# ---- block 1 ----
==> block_1/port_nets.png <==
(4 px per um)
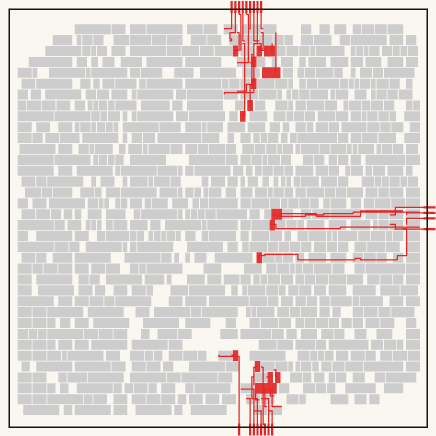

File: src/rtl/dpd_loop_delay_est.sv
// Loop-delay estimator between the DPD and the DAC: registered pass-through in IDLE, impulse probing on request.
// Define DPD_DLY_AVG_EN to send four probes and report their rounded average instead of a single measurement.
module dpd_loop_delay_est #(
    parameter int W         = 20,
    parameter int CW        = 8,
    parameter int SETTLE    = 64,
    parameter int PROBE_AMP = 262143
) (
    input  logic                clk,
    input  logic                reset_b,
    input  logic                start,
    input  logic [W:0]          thr,
    input  logic signed [W-1:0] sig_in_i,
    input  logic signed [W-1:0] sig_in_q,
    input  logic signed [W-1:0] sig_pa_i,
    input  logic signed [W-1:0] sig_pa_q,
    output logic signed [W-1:0] sig_out_i,
    output logic signed [W-1:0] sig_out_q,
    output logic                busy,
    output logic                done,
    output logic                timeout,
    output logic [CW-1:0]       delay
);

    localparam int QW = $clog2(SETTLE + 1);
    localparam logic [CW-1:0] DCNT_LAST = {{(CW-1){1'b1}}, 1'b0};

    typedef enum logic [2:0] {IDLE, QUIET, PROBE, LISTEN, NEXT, FIN, ERR} state_t;

    state_t          state, state_nx;
    logic [QW-1:0]   qcnt;
    logic [CW-1:0]   dcnt;
    logic [CW-1:0]   dval;
    logic [CW-1:0]   result;
    logic            last_probe;
    logic signed [W:0] ext_i, ext_q;
    logic [W:0]      abs_i, abs_q, mag;
    logic            det;

    // |I|+|Q| at W+1 bits: the most negative input still has a representable magnitude.
    always_comb begin
        ext_i = {sig_pa_i[W-1], sig_pa_i};
        ext_q = {sig_pa_q[W-1], sig_pa_q};
        abs_i = ext_i[W] ? $unsigned(-ext_i) : $unsigned(ext_i);
        abs_q = ext_q[W] ? $unsigned(-ext_q) : $unsigned(ext_q);
        mag   = abs_i + abs_q;
        det   = mag > thr;
    end

`ifdef DPD_DLY_AVG_EN
    localparam int NPROBE = 4;

    logic [1:0]    idx;
    logic [CW+1:0] sum, sum_nx, rnd;

    always_comb begin
        sum_nx     = sum + {2'b00, dval};
        rnd        = sum_nx + (CW+2)'(NPROBE / 2);
        result     = rnd[CW+1:2];
        last_probe = (idx == 2'(NPROBE - 1));
    end

    always_ff @(posedge clk or negedge reset_b) begin
        if (!reset_b) begin
            idx <= '0;
            sum <= '0;
        end else if (state == IDLE && start) begin
            idx <= '0;
            sum <= '0;
        end else if (state == NEXT) begin
            idx <= idx + 1'b1;
            sum <= sum_nx;
        end
    end
`else
    always_comb begin
        result     = dval;
        last_probe = 1'b1;
    end
`endif

    always_ff @(posedge clk or negedge reset_b) begin
        if (!reset_b) state <= IDLE;
        else          state <= state_nx;
    end

    // The LISTEN timeout fires one count early so the largest reportable delay still fits in CW bits.
    always_comb begin
        state_nx = state;
        case (state)
            IDLE:    if (start) state_nx = QUIET;
            QUIET:   if (!det && qcnt == QW'(SETTLE - 1)) state_nx = PROBE;
            PROBE:   state_nx = LISTEN;
            LISTEN:  if (det) state_nx = NEXT;
                     else if (dcnt == DCNT_LAST) state_nx = ERR;
            NEXT:    state_nx = last_probe ? FIN : QUIET;
            FIN:     state_nx = IDLE;
            ERR:     state_nx = IDLE;
            default: state_nx = IDLE;
        endcase
    end

    always_ff @(posedge clk or negedge reset_b) begin
        if (!reset_b) begin
            sig_out_i <= '0;
            sig_out_q <= '0;
            qcnt      <= '0;
            dcnt      <= '0;
            dval      <= '0;
            delay     <= '0;
        end else begin
            if (state_nx == IDLE) begin
                sig_out_i <= sig_in_i;
                sig_out_q <= sig_in_q;
            end else if (state == PROBE) begin
                sig_out_i <= W'(PROBE_AMP);
                sig_out_q <= '0;
            end else begin
                sig_out_i <= '0;
                sig_out_q <= '0;
            end

            case (state)
                IDLE:    qcnt <= '0;
                QUIET:   qcnt <= det ? '0 : qcnt + 1'b1;
                PROBE:   dcnt <= '0;
                LISTEN: begin
                    dcnt <= dcnt + 1'b1;
                    if (det) dval <= dcnt + 1'b1;
                end
                NEXT: begin
                    qcnt <= '0;
                    if (last_probe) delay <= result;
                end
                default: ;
            endcase
        end
    end

    assign busy    = (state == QUIET) || (state == PROBE) || (state == LISTEN) || (state == NEXT);
    assign done    = (state == FIN);
    assign timeout = (state == ERR);

endmodule

File: config.mk
export PLATFORM = sky130hd
export DESIGN_NAME = dpd_loop_delay_est
export DESIGN_NICKNAME = d
export VERILOG_FILES = /design/src/rtl/dpd_loop_delay_est.sv
export SDC_FILE = /design/constraint.sdc
export NUM_CORES = 1
export LEC_CHECK = 0
export CAP_MARGIN = 20
export CORE_MARGIN = 1.5
export CORE_UTILIZATION = 52
export DETAILED_ROUTE_END_ITERATION = 10
export PLACE_DENSITY = 0.95
export RECOVER_POWER = 100
export SYNTH_ARGS = -nofsm -noshare
export SYNTH_HDL_FRONTEND = slang
export SYNTH_SLANG_ARGS = --single-unit
File: constraint.sdc
create_clock -name clk -period 4.4 [get_ports clk]
set_clock_uncertainty 0.15 [all_clocks]
set_input_delay 0.44 -clock clk [delete_from_list [all_inputs] [get_ports clk]]
set_output_delay 0.44 -clock clk [all_outputs]
set_load 0.02 [all_outputs]
# ---- block 2 ----
<file path="config.mk">
export PLATFORM = sky130hd
export DESIGN_NAME = width_downsizer
export DESIGN_NICKNAME = d
export VERILOG_FILES = /design/src/rtl/width_downsizer.sv
export SDC_FILE = /design/constraint.sdc
export NUM_CORES = 1
export LEC_CHECK = 0
export ABC_CLOCK_PERIOD_IN_PS = 1400
export CAP_MARGIN = 25
export CORE_ASPECT_RATIO = 0.75
export CORE_UTILIZATION = 34
export CTS_CLUSTER_SIZE = 10
export DETAILED_ROUTE_END_ITERATION = 12
export RECOVER_POWER = 25
export SLEW_MARGIN = 20
export SYNTH_ARGS = -nofsm -noshare
export SYNTH_HDL_FRONTEND = slang
export SYNTH_SLANG_ARGS = --single-unit
export TNS_END_PERCENT = 10
</file>
<file path="constraint.sdc">
create_clock -name clk -period 1.4 [get_ports clk]
set_input_delay 0.28 -clock clk [delete_from_list [all_inputs] [get_ports clk]]
set_output_delay 0.28 -clock clk [all_outputs]
set_load 0.01 [all_outputs]
</file>
<file path="src/rtl/width_downsizer.sv">
// -----------------------------------------------------------------------------
// width_downsizer
//
// Registered adapter that takes a wide word and sends it out as RATIO
// narrow beats, where RATIO = IN_W / OUT_W. It is used where a wide producer
// drives a narrow consumer. With TRUNCATE=1 it sends one beat per word instead,
// holding only the low OUT_W bits of the word.
//
// Handshake rules (valid/ready):
//   - A transfer happens on a rising edge where valid and ready are both 1.
//   - out_valid comes from a register only. It never depends combinationally
//     on out_ready.
//   - While out_valid=1 and out_ready=0, data_out and out_last hold steady.
//   - in_ready may depend on out_ready during the final beat. This lets a new
//     word load on the same edge that the final beat leaves.
//   - A word offered while in_ready=0 is not sampled. The source must hold it.
//
// Parameters:
//   IN_W      - wide input width; must be an integer multiple of OUT_W
//   OUT_W     - narrow output width; IN_W / OUT_W must be at least 2
//   LSB_FIRST - 1: beat 0 is bits [OUT_W-1:0]; 0: beat 0 is the top slice
//   TRUNCATE  - 1: one beat per word carrying data_in[OUT_W-1:0]
//
// Ports:
//   clk        in   clock, rising edge
//   rst        in   synchronous active-high reset
//   in_valid   in   wide word available
//   in_ready   out  adapter accepts a wide word this cycle
//   data_in    in   wide word [IN_W-1:0]
//   in_last    in   word is the final word of a packet
//   out_valid  out  narrow beat available
//   out_ready  in   consumer accepts the beat
//   data_out   out  narrow beat [OUT_W-1:0]
//   out_last   out  final beat of a word that was captured with in_last=1
//   busy       out  holding register occupied (same as out_valid)
//   fsm_state  out  current FSM state (0 = IDLE, 1 = SEND), for debug
// -----------------------------------------------------------------------------
module width_downsizer #(
    parameter int IN_W      = 16,
    parameter int OUT_W     = 8,
    parameter int LSB_FIRST = 1,
    parameter int TRUNCATE  = 0
) (
    input  logic             clk,
    input  logic             rst,
    input  logic             in_valid,
    output logic             in_ready,
    input  logic [IN_W-1:0]  data_in,
    input  logic             in_last,
    output logic             out_valid,
    input  logic             out_ready,
    output logic [OUT_W-1:0] data_out,
    output logic             out_last,
    output logic             busy,
    output logic             fsm_state
);

    localparam int RATIO = IN_W / OUT_W;
    localparam int CNT_W = (RATIO > 1) ? $clog2(RATIO) : 1;
    localparam logic [CNT_W-1:0] CNT_MAX = CNT_W'(RATIO - 1);

    // Stop elaboration when the widths cannot be split into whole beats.
    generate
        if ((IN_W % OUT_W) != 0 || RATIO < 2) begin : g_param_check
            $error("width_downsizer: IN_W must be a multiple of OUT_W with IN_W/OUT_W >= 2");
        end
    endgenerate

    typedef enum logic {
        IDLE = 1'b0,
        SEND = 1'b1
    } state_t;

    state_t             state_q, state_d;
    logic [IN_W-1:0]    hold_q, hold_d;
    logic [CNT_W-1:0]   cnt_q, cnt_d;
    logic               last_q, last_d;

    logic               final_beat;
    logic               in_xfer;
    logic               out_xfer;
    logic [OUT_W-1:0]   slice;

    // In truncate mode every beat is the final beat of its word.
    assign final_beat = (TRUNCATE != 0) ? 1'b1 : (cnt_q == CNT_MAX);

    assign out_valid  = (state_q == SEND);
    assign busy       = out_valid;
    assign fsm_state  = state_q;

    // Accept a word when empty. During the final beat, also accept one if that
    // beat leaves on this edge. This is what removes the bubble between words.
    assign in_ready   = (state_q == IDLE) ||
                        ((state_q == SEND) && final_beat && out_ready);

    assign in_xfer    = in_valid && in_ready;
    assign out_xfer   = out_valid && out_ready;

    // Choose the slice for the current beat. The loop uses constant part
    // selects only, so each slice is a fixed wire into the mux.
    always_comb begin
        slice = '0;
        if (TRUNCATE != 0) begin
            slice = hold_q[OUT_W-1:0];
        end else begin
            for (int k = 0; k < RATIO; k++) begin
                if (cnt_q == CNT_W'(k)) begin
                    if (LSB_FIRST != 0) begin
                        slice = hold_q[k*OUT_W +: OUT_W];
                    end else begin
                        slice = hold_q[(RATIO-1-k)*OUT_W +: OUT_W];
                    end
                end
            end
        end
    end

    assign data_out = out_valid ? slice : '0;
    assign out_last = out_valid && final_beat && last_q;

    // Next-state logic
    always_comb begin
        state_d = state_q;
        hold_d  = hold_q;
        cnt_d   = cnt_q;
        last_d  = last_q;

        unique case (state_q)
            IDLE: begin
                if (in_xfer) begin
                    hold_d  = data_in;
                    last_d  = in_last;
                    cnt_d   = '0;
                    state_d = SEND;
                end
            end

            SEND: begin
                if (out_xfer) begin
                    if (final_beat) begin
                        if (in_xfer) begin
                            // The final beat leaves as the next word loads: keep streaming.
                            hold_d  = data_in;
                            last_d  = in_last;
                            cnt_d   = '0;
                            state_d = SEND;
                        end else begin
                            cnt_d   = '0;
                            state_d = IDLE;
                        end
                    end else begin
                        cnt_d = cnt_q + CNT_W'(1);
                    end
                end
            end

            default: begin
                state_d = IDLE;
                cnt_d   = '0;
            end
        endcase
    end

    // State registers. Reset takes priority over any handshake on the same
    // edge and drops a word that is only partly sent.
    always_ff @(posedge clk) begin
        if (rst) begin
            state_q <= IDLE;
            hold_q  <= '0;
            cnt_q   <= '0;
            last_q  <= 1'b0;
        end else begin
            state_q <= state_d;
            hold_q  <= hold_d;
            cnt_q   <= cnt_d;
            last_q  <= last_d;
        end
    end

endmodule
</file>
# ---- block 3 ----
**config.mk**
```make
export PLATFORM = sky130hd
export DESIGN_NAME = clk_en_gen
export DESIGN_NICKNAME = d
export VERILOG_FILES = /design/src/rtl/clk_en_gen_pkg.sv /design/src/rtl/clk_en_chan.sv /design/src/rtl/clk_en_gen.sv
export SDC_FILE = /design/constraint.sdc
export NUM_CORES = 1
export LEC_CHECK = 0
export ABC_AREA = 1
export ABC_CLOCK_PERIOD_IN_PS = 15000
export CORE_MARGIN = 1
export CORE_UTILIZATION = 48
export DETAILED_ROUTE_END_ITERATION = 7
export PLACE_DENSITY = 0.66
export SLEW_MARGIN = 25
export SYNTH_ARGS = -nofsm -noshare
export SYNTH_HDL_FRONTEND = slang
export SYNTH_SLANG_ARGS = --single-unit
```
**constraint.sdc**
```tcl
create_clock -name clk -period 15 [get_ports clk]
set_input_delay 3.75 -clock clk [delete_from_list [all_inputs] [get_ports clk]]
set_output_delay 3.75 -clock clk [all_outputs]
set_load 0.05 [all_outputs]
```
**src/rtl/clk_en_gen_pkg.sv**
```systemverilog
// Shared types and constants for the clock-enable generator.
package clk_en_gen_pkg;

  localparam int SYNC_STAGES = 2;

  typedef enum logic [1:0] {
    HOLD      = 2'd0,
    WAIT_LOCK = 2'd1,
    STABLE    = 2'd2,
    RUN       = 2'd3
  } state_t;

  function automatic int sel_width(input int n);
    return (n > 1) ? $clog2(n) : 1;
  endfunction

endpackage

```
**src/rtl/clk_en_chan.sv**
```systemverilog
// One clock-enable channel: wrap counter, active divisor and pending-divisor slot.
// Optional square-wave output when CLK_EN_GEN_SQ_EN is defined.
module clk_en_chan #(
  parameter int CNT_W   = 16,
  parameter int DEF_DIV = 0
) (
  input  logic             clk,
  input  logic             rst,
  input  logic             run,
  input  logic             cnt_en,
  input  logic             wr,
  input  logic [CNT_W-1:0] val,
  output logic             ce,
  output logic             ack
`ifdef CLK_EN_GEN_SQ_EN
  ,
  output logic             sq
`endif
);

  logic [CNT_W-1:0] cnt;
  logic [CNT_W-1:0] div;
  logic [CNT_W-1:0] pend_val;
  logic             pend;
  logic             wrap;

  assign wrap = run && (cnt == div);
  assign ce   = wrap;
  // Outside RUN there is no phase to protect, so a pending divisor lands at once.
  assign ack  = pend && (!run || wrap);

  always_ff @(posedge clk or posedge rst) begin
    if (rst) begin
      cnt      <= '0;
      div      <= CNT_W'(DEF_DIV);
      pend_val <= '0;
      pend     <= 1'b0;
    end else begin
      if (!cnt_en || wrap) cnt <= '0;
      else                 cnt <= cnt + 1'b1;
      if (ack) begin
        div  <= pend_val;
        pend <= 1'b0;
      end
      // A write on the apply cycle becomes the next pending value.
      if (wr) begin
        pend_val <= val;
        pend     <= 1'b1;
      end
    end
  end

`ifdef CLK_EN_GEN_SQ_EN
  always_ff @(posedge clk or posedge rst) begin
    if (rst)          sq <= 1'b0;
    else if (!cnt_en) sq <= 1'b0;
    else if (ce)      sq <= ~sq;
  end
`endif

endmodule

```
**src/rtl/clk_en_gen.sv**
```systemverilog
// Lock-qualified reset sequencer plus NUM_CH programmable clock-enable channels.
// Define CLK_EN_GEN_SQ_EN to add the per-channel square-wave output sq.
module clk_en_gen
  import clk_en_gen_pkg::*;
#(
  parameter int NUM_CH    = 4,
  parameter int CNT_W     = 16,
  parameter int LOCK_WAIT = 16,
  parameter int DEF_DIV   = 0
) (
  input  logic                           clk,
  input  logic                           rst,
  input  logic                           locked,
  input  logic                           div_wr,
  input  logic [sel_width(NUM_CH)-1:0]   div_sel,
  input  logic [CNT_W-1:0]               div_val,
  output logic [NUM_CH-1:0]              div_ack,
  output logic [NUM_CH-1:0]              ce,
  output logic                           ready,
  output logic                           sys_rst
`ifdef CLK_EN_GEN_SQ_EN
  ,
  output logic [NUM_CH-1:0]              sq
`endif
);

  localparam int SEL_W = sel_width(NUM_CH);
  localparam int LW_W  = (LOCK_WAIT > 1) ? $clog2(LOCK_WAIT) : 1;

  logic [SYNC_STAGES-1:0] sync;
  logic                   lock_s;
  state_t                 state, state_nxt;
  logic [LW_W-1:0]        scnt, scnt_nxt;
  logic                   run;
  logic                   cnt_en;

  always_ff @(posedge clk or posedge rst) begin
    if (rst) sync <= '0;
    else     sync <= {sync[SYNC_STAGES-2:0], locked};
  end
  assign lock_s = sync[SYNC_STAGES-1];

  always_ff @(posedge clk or posedge rst) begin
    if (rst) begin
      state <= HOLD;
      scnt  <= '0;
    end else begin
      state <= state_nxt;
      scnt  <= scnt_nxt;
    end
  end

  always_comb begin
    state_nxt = state;
    scnt_nxt  = scnt;
    case (state)
      HOLD: begin
        state_nxt = WAIT_LOCK;
        scnt_nxt  = '0;
      end
      WAIT_LOCK: begin
        scnt_nxt = '0;
        if (lock_s) state_nxt = STABLE;
      end
      STABLE: begin
        if (!lock_s) begin
          state_nxt = WAIT_LOCK;
          scnt_nxt  = '0;
        end else if (scnt == LW_W'(LOCK_WAIT - 1)) begin
          state_nxt = RUN;
          scnt_nxt  = '0;
        end else begin
          scnt_nxt = scnt + 1'b1;
        end
      end
      RUN: begin
        if (!lock_s) state_nxt = WAIT_LOCK;
      end
      default: state_nxt = HOLD;
    endcase
  end

  assign run     = (state == RUN);
  // Counters stop on the very edge that leaves RUN, so they restart from 0.
  assign cnt_en  = run && lock_s;
  assign ready   = run;
  assign sys_rst = ~run;

  for (genvar i = 0; i < NUM_CH; i++) begin : g_ch
    logic wr;
    assign wr = div_wr && (div_sel == SEL_W'(i));
`ifdef CLK_EN_GEN_SQ_EN
    clk_en_chan #(.CNT_W(CNT_W), .DEF_DIV(DEF_DIV)) u_chan (
      .clk(clk), .rst(rst), .run(run), .cnt_en(cnt_en), .wr(wr), .val(div_val),
      .ce(ce[i]), .ack(div_ack[i]), .sq(sq[i])
    );
`else
    clk_en_chan #(.CNT_W(CNT_W), .DEF_DIV(DEF_DIV)) u_chan (
      .clk(clk), .rst(rst), .run(run), .cnt_en(cnt_en), .wr(wr), .val(div_val),
      .ce(ce[i]), .ack(div_ack[i])
    );
`endif
  end

endmodule

```
==> block_1/gate_families.png <==
(4 px per um)
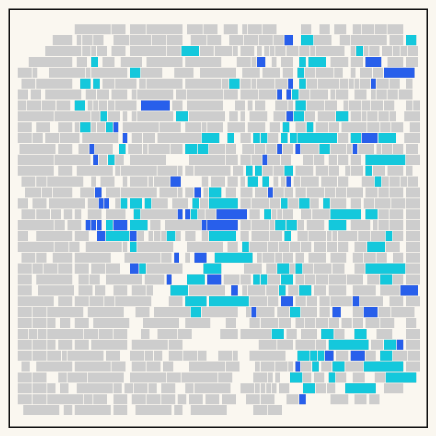
Key: cyan = inverting AOI/OAI gates [cells 108, most used a21oi_1, where all over the die]; blue = NOR gates [cells 54, most used nor2_1]

Notes on block_1/port_nets.png above:
Key: red = thr [bits 21, direction input, end cells 21, buffers 21, wire 470 um]
number of port buffers: 154
# IOs: 155

==> out/summary.json, block 1 <==
{
  "cell_internal_pwr": {"value": 1.77, "unit": "mW"},
  "yosys.area_share.aoi": {"value": 19.4, "unit": "%"},
  "comb_power_share": {"value": 49.9, "unit": "%"},
  "violations": {"value": "capacitance limit, slew limit, setup timing"},
  "post_route_setup_tns": {"value": -11.70, "unit": "ns"},
  "worst_setup_path_endpoint": {"value": "qcnt[6]$_DFFE_PN0P_"},
  "post_synth_xor_area_fraction": {"value": 8.90, "unit": "%"},
  "max-cap-violations": {"value": 1},
  "outcome": {"value": "complete, but fails checks"},
  "cts-buffers-inserted": {"value": 9},
  "detail_route.drc_violations": {"value": 0},
  "final_antenna_net_count": {"value": 0},
  "timing.final.setup_violations": {"value": 18},
  "grt_antenna_before_repair": {"value": 0},
  "regToRegEndpoint": {"value": "delay[1]$_DFFE_PN0P_"},
  "synthTopLogicFamily": {"value": "AND-OR/OR-AND gates"},
  "grt_first_pass_wirelength": {"value": 27.8, "unit": "mm"},
  "grt_setup_unrepaired": {"value": "true"},
  "area.growth.synth_to_final": {"value": 59.9, "unit": "%"},
  "gp_congestion": {"value": 0.872},
  "worstHoldPathType": {"value": "reg -> reg"},
  "maxSlewViolCount": {"value": 36},
  "ys_seq_elements": {"value": 74},
  "busiest_layer": {"value": "met2"},
  "yosys_warnings": {"value": 0},
  "dominant_cells": {"value": "combinational gates"},
  "path_depth": {"value": 24},
  "wl_met1": {"value": 6.44, "unit": "mm"},
  "layout_setup_ws": {"value": -0.693, "unit": "ns"}
}
==> block 1: synthesized netlist by cell type, types with 5 or more instances <==
library cell	number	share of area [%]
clkbuf_1	14	0.99
mux2_2	8	1.7
nor3_1	10	0.94
ha_1	46	11
nand2_1	43	3.0
or2_2	5	0.59
mux2_4	7	2.0
xor2_1	6	0.99
o41ai_1	5	0.82
o31ai_1	18	2.5
nor2b_1	5	0.59
a21o_1	39	5.5
a21oi_1	31	2.9
nand4_1	6	0.71
dfrtp_1	74	35
and2_1	23	2.7
xnor2_1	48	7.9
or3_1	6	0.71
o21ai_0	28	2.6
nor2_1	29	2.0
inv_1	34	2.4
nand2b_1	11	1.3
nand3_1	12	1.1
==> block 1: through the flow <==
stage / hold WS [ns] / total power, mW / worst slack [ns] / utilization [%] / instances
after floorplan: -0.00559 / 1.53 / -0.616 / - / 569
after global placement: 0.322 / 1.98 / -1.30 / 78.0 / 926
after detailed placement: 0.347 / 2.04 / -1.47 / 78.0 / 926
after CTS: 0.0153 / 2.71 / -0.607 / 84.3 / 956
after global routing: 0.382 / 2.94 / -0.848 / 86.1 / 963
final: 0.357 / 2.79 / -0.693 / 86.1 / 963
==> block_3/registers.png <==
(2 px per um) Other sequential cells in the stronger grey, the rest of the logic in the fainter grey.
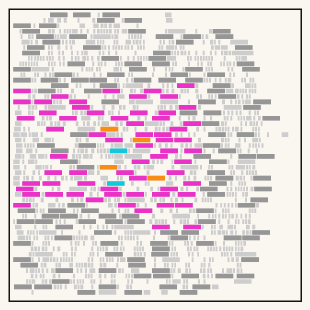
Key: orange = g_ch.u_chan.pend [placed flops 4, where centre]; magenta = g_ch.u_chan.pend_val [placed flops 64]; cyan = state [placed flops 2]

==> out/summary.json, block 3 <==
{
  "die_area": {"value": 0.0211, "unit": "mm2"},
  "vdd_drop_max": {"value": 0.102, "unit": "mV"},
  "maxSlewViolCount": {"value": 0},
  "synth_stat.cells": {"value": 1284},
  "synth-adder-area-share": {"value": 1.14, "unit": "%"},
  "seq_area_frac_synth": {"value": 51.8, "unit": "%"},
  "viasPerCell": {"value": 4.86},
  "clkbuf_count": {"value": 35},
  "stdcell_count": {"value": 1586},
  "io_buffers": {"value": 31},
  "cp_slowest_cell": {"value": "clkdlybuf4s50_1"},
  "combinationalPower": {"value": 343, "unit": "uW"},
  "area.growth.synth_to_final": {"value": 12.2, "unit": "%"},
  "grt.met3_usage": {"value": 2.77, "unit": "%"},
  "cts_tree": {"value": "done"},
  "die_height": {"value": 145, "unit": "um"},
  "synth_nets": {"value": 1315},
  "detailroute.via_count": {"value": 7706},
  "cts_max_path_bufs": {"value": 3},
  "max-cap-violations": {"value": 0},
  "worstHoldPathType": {"value": "reg -> reg"},
  "cp-end-kind": {"value": "primary output"},
  "reg2reg_path_depth": {"value": 5},
  "max_slew.worst_pin.slew": {"value": 0.931, "unit": "ns"},
  "regToRegEndpoint": {"value": "g_ch[2].u_chan.cnt[13]$_DFF_PP0_"},
  "min_period": {"value": 6.81, "unit": "ns"},
  "outcome": {"value": "finished, final reports clean"},
  "grt_setup_unrepaired": {"value": "false"},
  "start_kind": {"value": "register"},
  "worst_hold_path.endpoint": {"value": "sync[1]$_DFF_PP0_"}
}
block 3: worst reg2reg max path, cell delays in order (launching register included):
cell and delay (ns):
dfrtp_1 0.40, ha_1 0.67, nand2_1 0.14, inv_1 0.53, nand2_1 0.52, nor3_1 0.29
block 3: flip-flops by register name, indices dropped and copies added (netlist names):
register / count
g_ch.u_chan.pend_val: 64
state: 2
sync: 2
g_ch.u_chan.pend: 4
g_ch.u_chan.div: 64
scnt: 4
g_ch.u_chan.cnt: 64
block 3: cells in the mapped netlist, drive strengths merged:
cell type  count  area (um2)
buf           27         200
nand3         91         455
xnor2          1        8.76
inv          174         653
nor2         150         578
ha             9         113
nor3          42         225
xor2          18         158
clkinv         1        3.75
dfrtp        204        5100
o21ai         81         405
a21oi         13        65.1
clkbuf        15        56.3
nand4          5        31.3
a31oi          3        18.8
nand2        450        1770
block 3: stage by stage:
stage               power [mW]  setup slack, ns
floorplan                 1.01             5.68
global placement          1.08             8.77
detailed placement        1.10             8.68
CTS                       1.66             8.13
global route              1.75             8.09
finish                    1.65             8.19
==> block_2/final_clocks.png <==
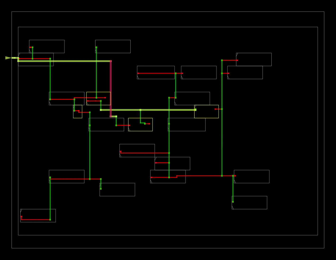
Inserted Clock Buffers: 3
number of sequential cells in the layout: 19
Fin Clk Skew: 0.00300 ns

==> out/summary.json, block 2 <==
{
  "wl_met1": {"value": 1.00, "unit": "mm"},
  "outcome": {"value": "complete, but fails checks"},
  "postCtsSetupRepairBufs": {"value": 0},
  "slew-limit-headroom": {"value": 89.7, "unit": "%"},
  "maxSlewViolCount": {"value": 0},
  "grt_setup_unrepaired": {"value": "true"},
  "synth_stat.cells": {"value": 105},
  "gp_congestion": {"value": 0.695},
  "pnr_total_power": {"value": 1.24, "unit": "mW"},
  "cell_internal_pwr": {"value": 937, "unit": "uW"},
  "post_synth_instance_area": {"value": 0.00102, "unit": "mm2"},
  "grtUsageMet1": {"value": 17.2, "unit": "%"},
  "pin_count_of_the_biggest_net_entering_global_routing": {"value": 37},
  "netlist_instances": {"value": 105},
  "yosys-top-cells-area": {"value": "dfxtp_1, mux2i_1, nand2b_1, nor2b_1, buf_12"},
  "number_of_global_route_vias_before_repair": {"value": 756},
  "synthesis.area_per_instance": {"value": 9.72, "unit": "um2"},
  "timing.rr.start": {"value": "busy$_SDFF_PP0_"},
  "num-nets-final": {"value": 165},
  "worst_setup_path_endpoint": {"value": "data_out[5]"},
  "comb_power_share": {"value": 21.2, "unit": "%"},
  "cts_htree_levels": {"value": 1},
  "violations": {"value": "setup timing"},
  "power_top_consumer": {"value": "sequential cells"},
  "clockPowerShare": {"value": 30.8, "unit": "%"},
  "synth.distinct_cells": {"value": 16},
  "worst_setup_path_class": {"value": "reg -> out"},
  "layout_setup_ws": {"value": -0.0439, "unit": "ns"},
  "timing.final.setup_violations": {"value": 7}
}
[block 2: through the flow]
stage / cell area (um2) / TNS [ns] / instances / util, % / worst slack [ns]
after detailed placement: 1430 / -4.32 / 175 / 52.6 / -0.297
after global routing: 1450 / -0.784 / 179 / 53.3 / -0.0979
after floorplan: 1020 / 0 / 105 / - / 0.181
final: 1450 / -0.111 / 179 / 53.3 / -0.0439
after global placement: 1430 / -3.90 / 175 / 52.6 / -0.284
after CTS: 1450 / -0.667 / 179 / 53.2 / -0.165
[block 2: cells by family (layout without fill, tap and decap cells)]
kind of cell	after synthesis	after routing	synth area share, %
AOI/OAI and AO/OA	2	2	1.59
buffers and inverters	10	48	6.86
DFF	19	19	37.3
muxes	26	26	25.5
and+or+nand+nor	48	48	28.8
[block 2: sequential cells by signal, summed over array words and instances (netlist names)]
register and flops:
hold_q 16, busy 1, cnt_q 1, last_q 1
[block 2: synthesized netlist by cell type, drive strengths merged]
master  instances
nand2b         34
mux2i          26
dfxtp          19
nor2b           9
buf             5
clkbuf          4
nor2            2
a21boi          1
a21oi           1
and3            1
inv             1
nand2           1
nand3b          1


==> gallery <==
Local utilization.
(a)
(3 px per um) The die is cut into 10 by 10 equal tiles; dark purple is low, yellow is high, 0 to 100% covered.
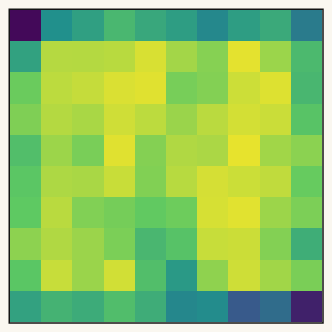
(b)
(4 px per um) The die is cut into 7 by 5 equal tiles; dark purple is low, yellow is high, 0 to 100% covered.
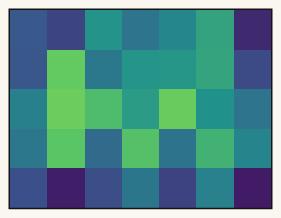
(c)
(2 px per um) The die is cut into 15 by 15 equal tiles; dark purple is low, yellow is high, 0 to 100% covered.
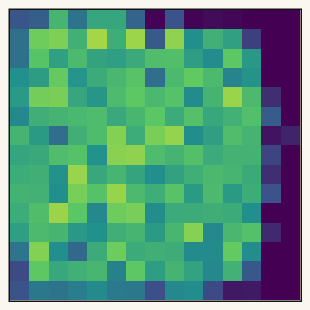
The one with the smallest die is (b).
The one with the largest die is (c).
(b) comes from block 2.
(a) comes from block 1.
(c) comes from block 3.

No activity file was given, so power comes from the tool's default toggle rates.
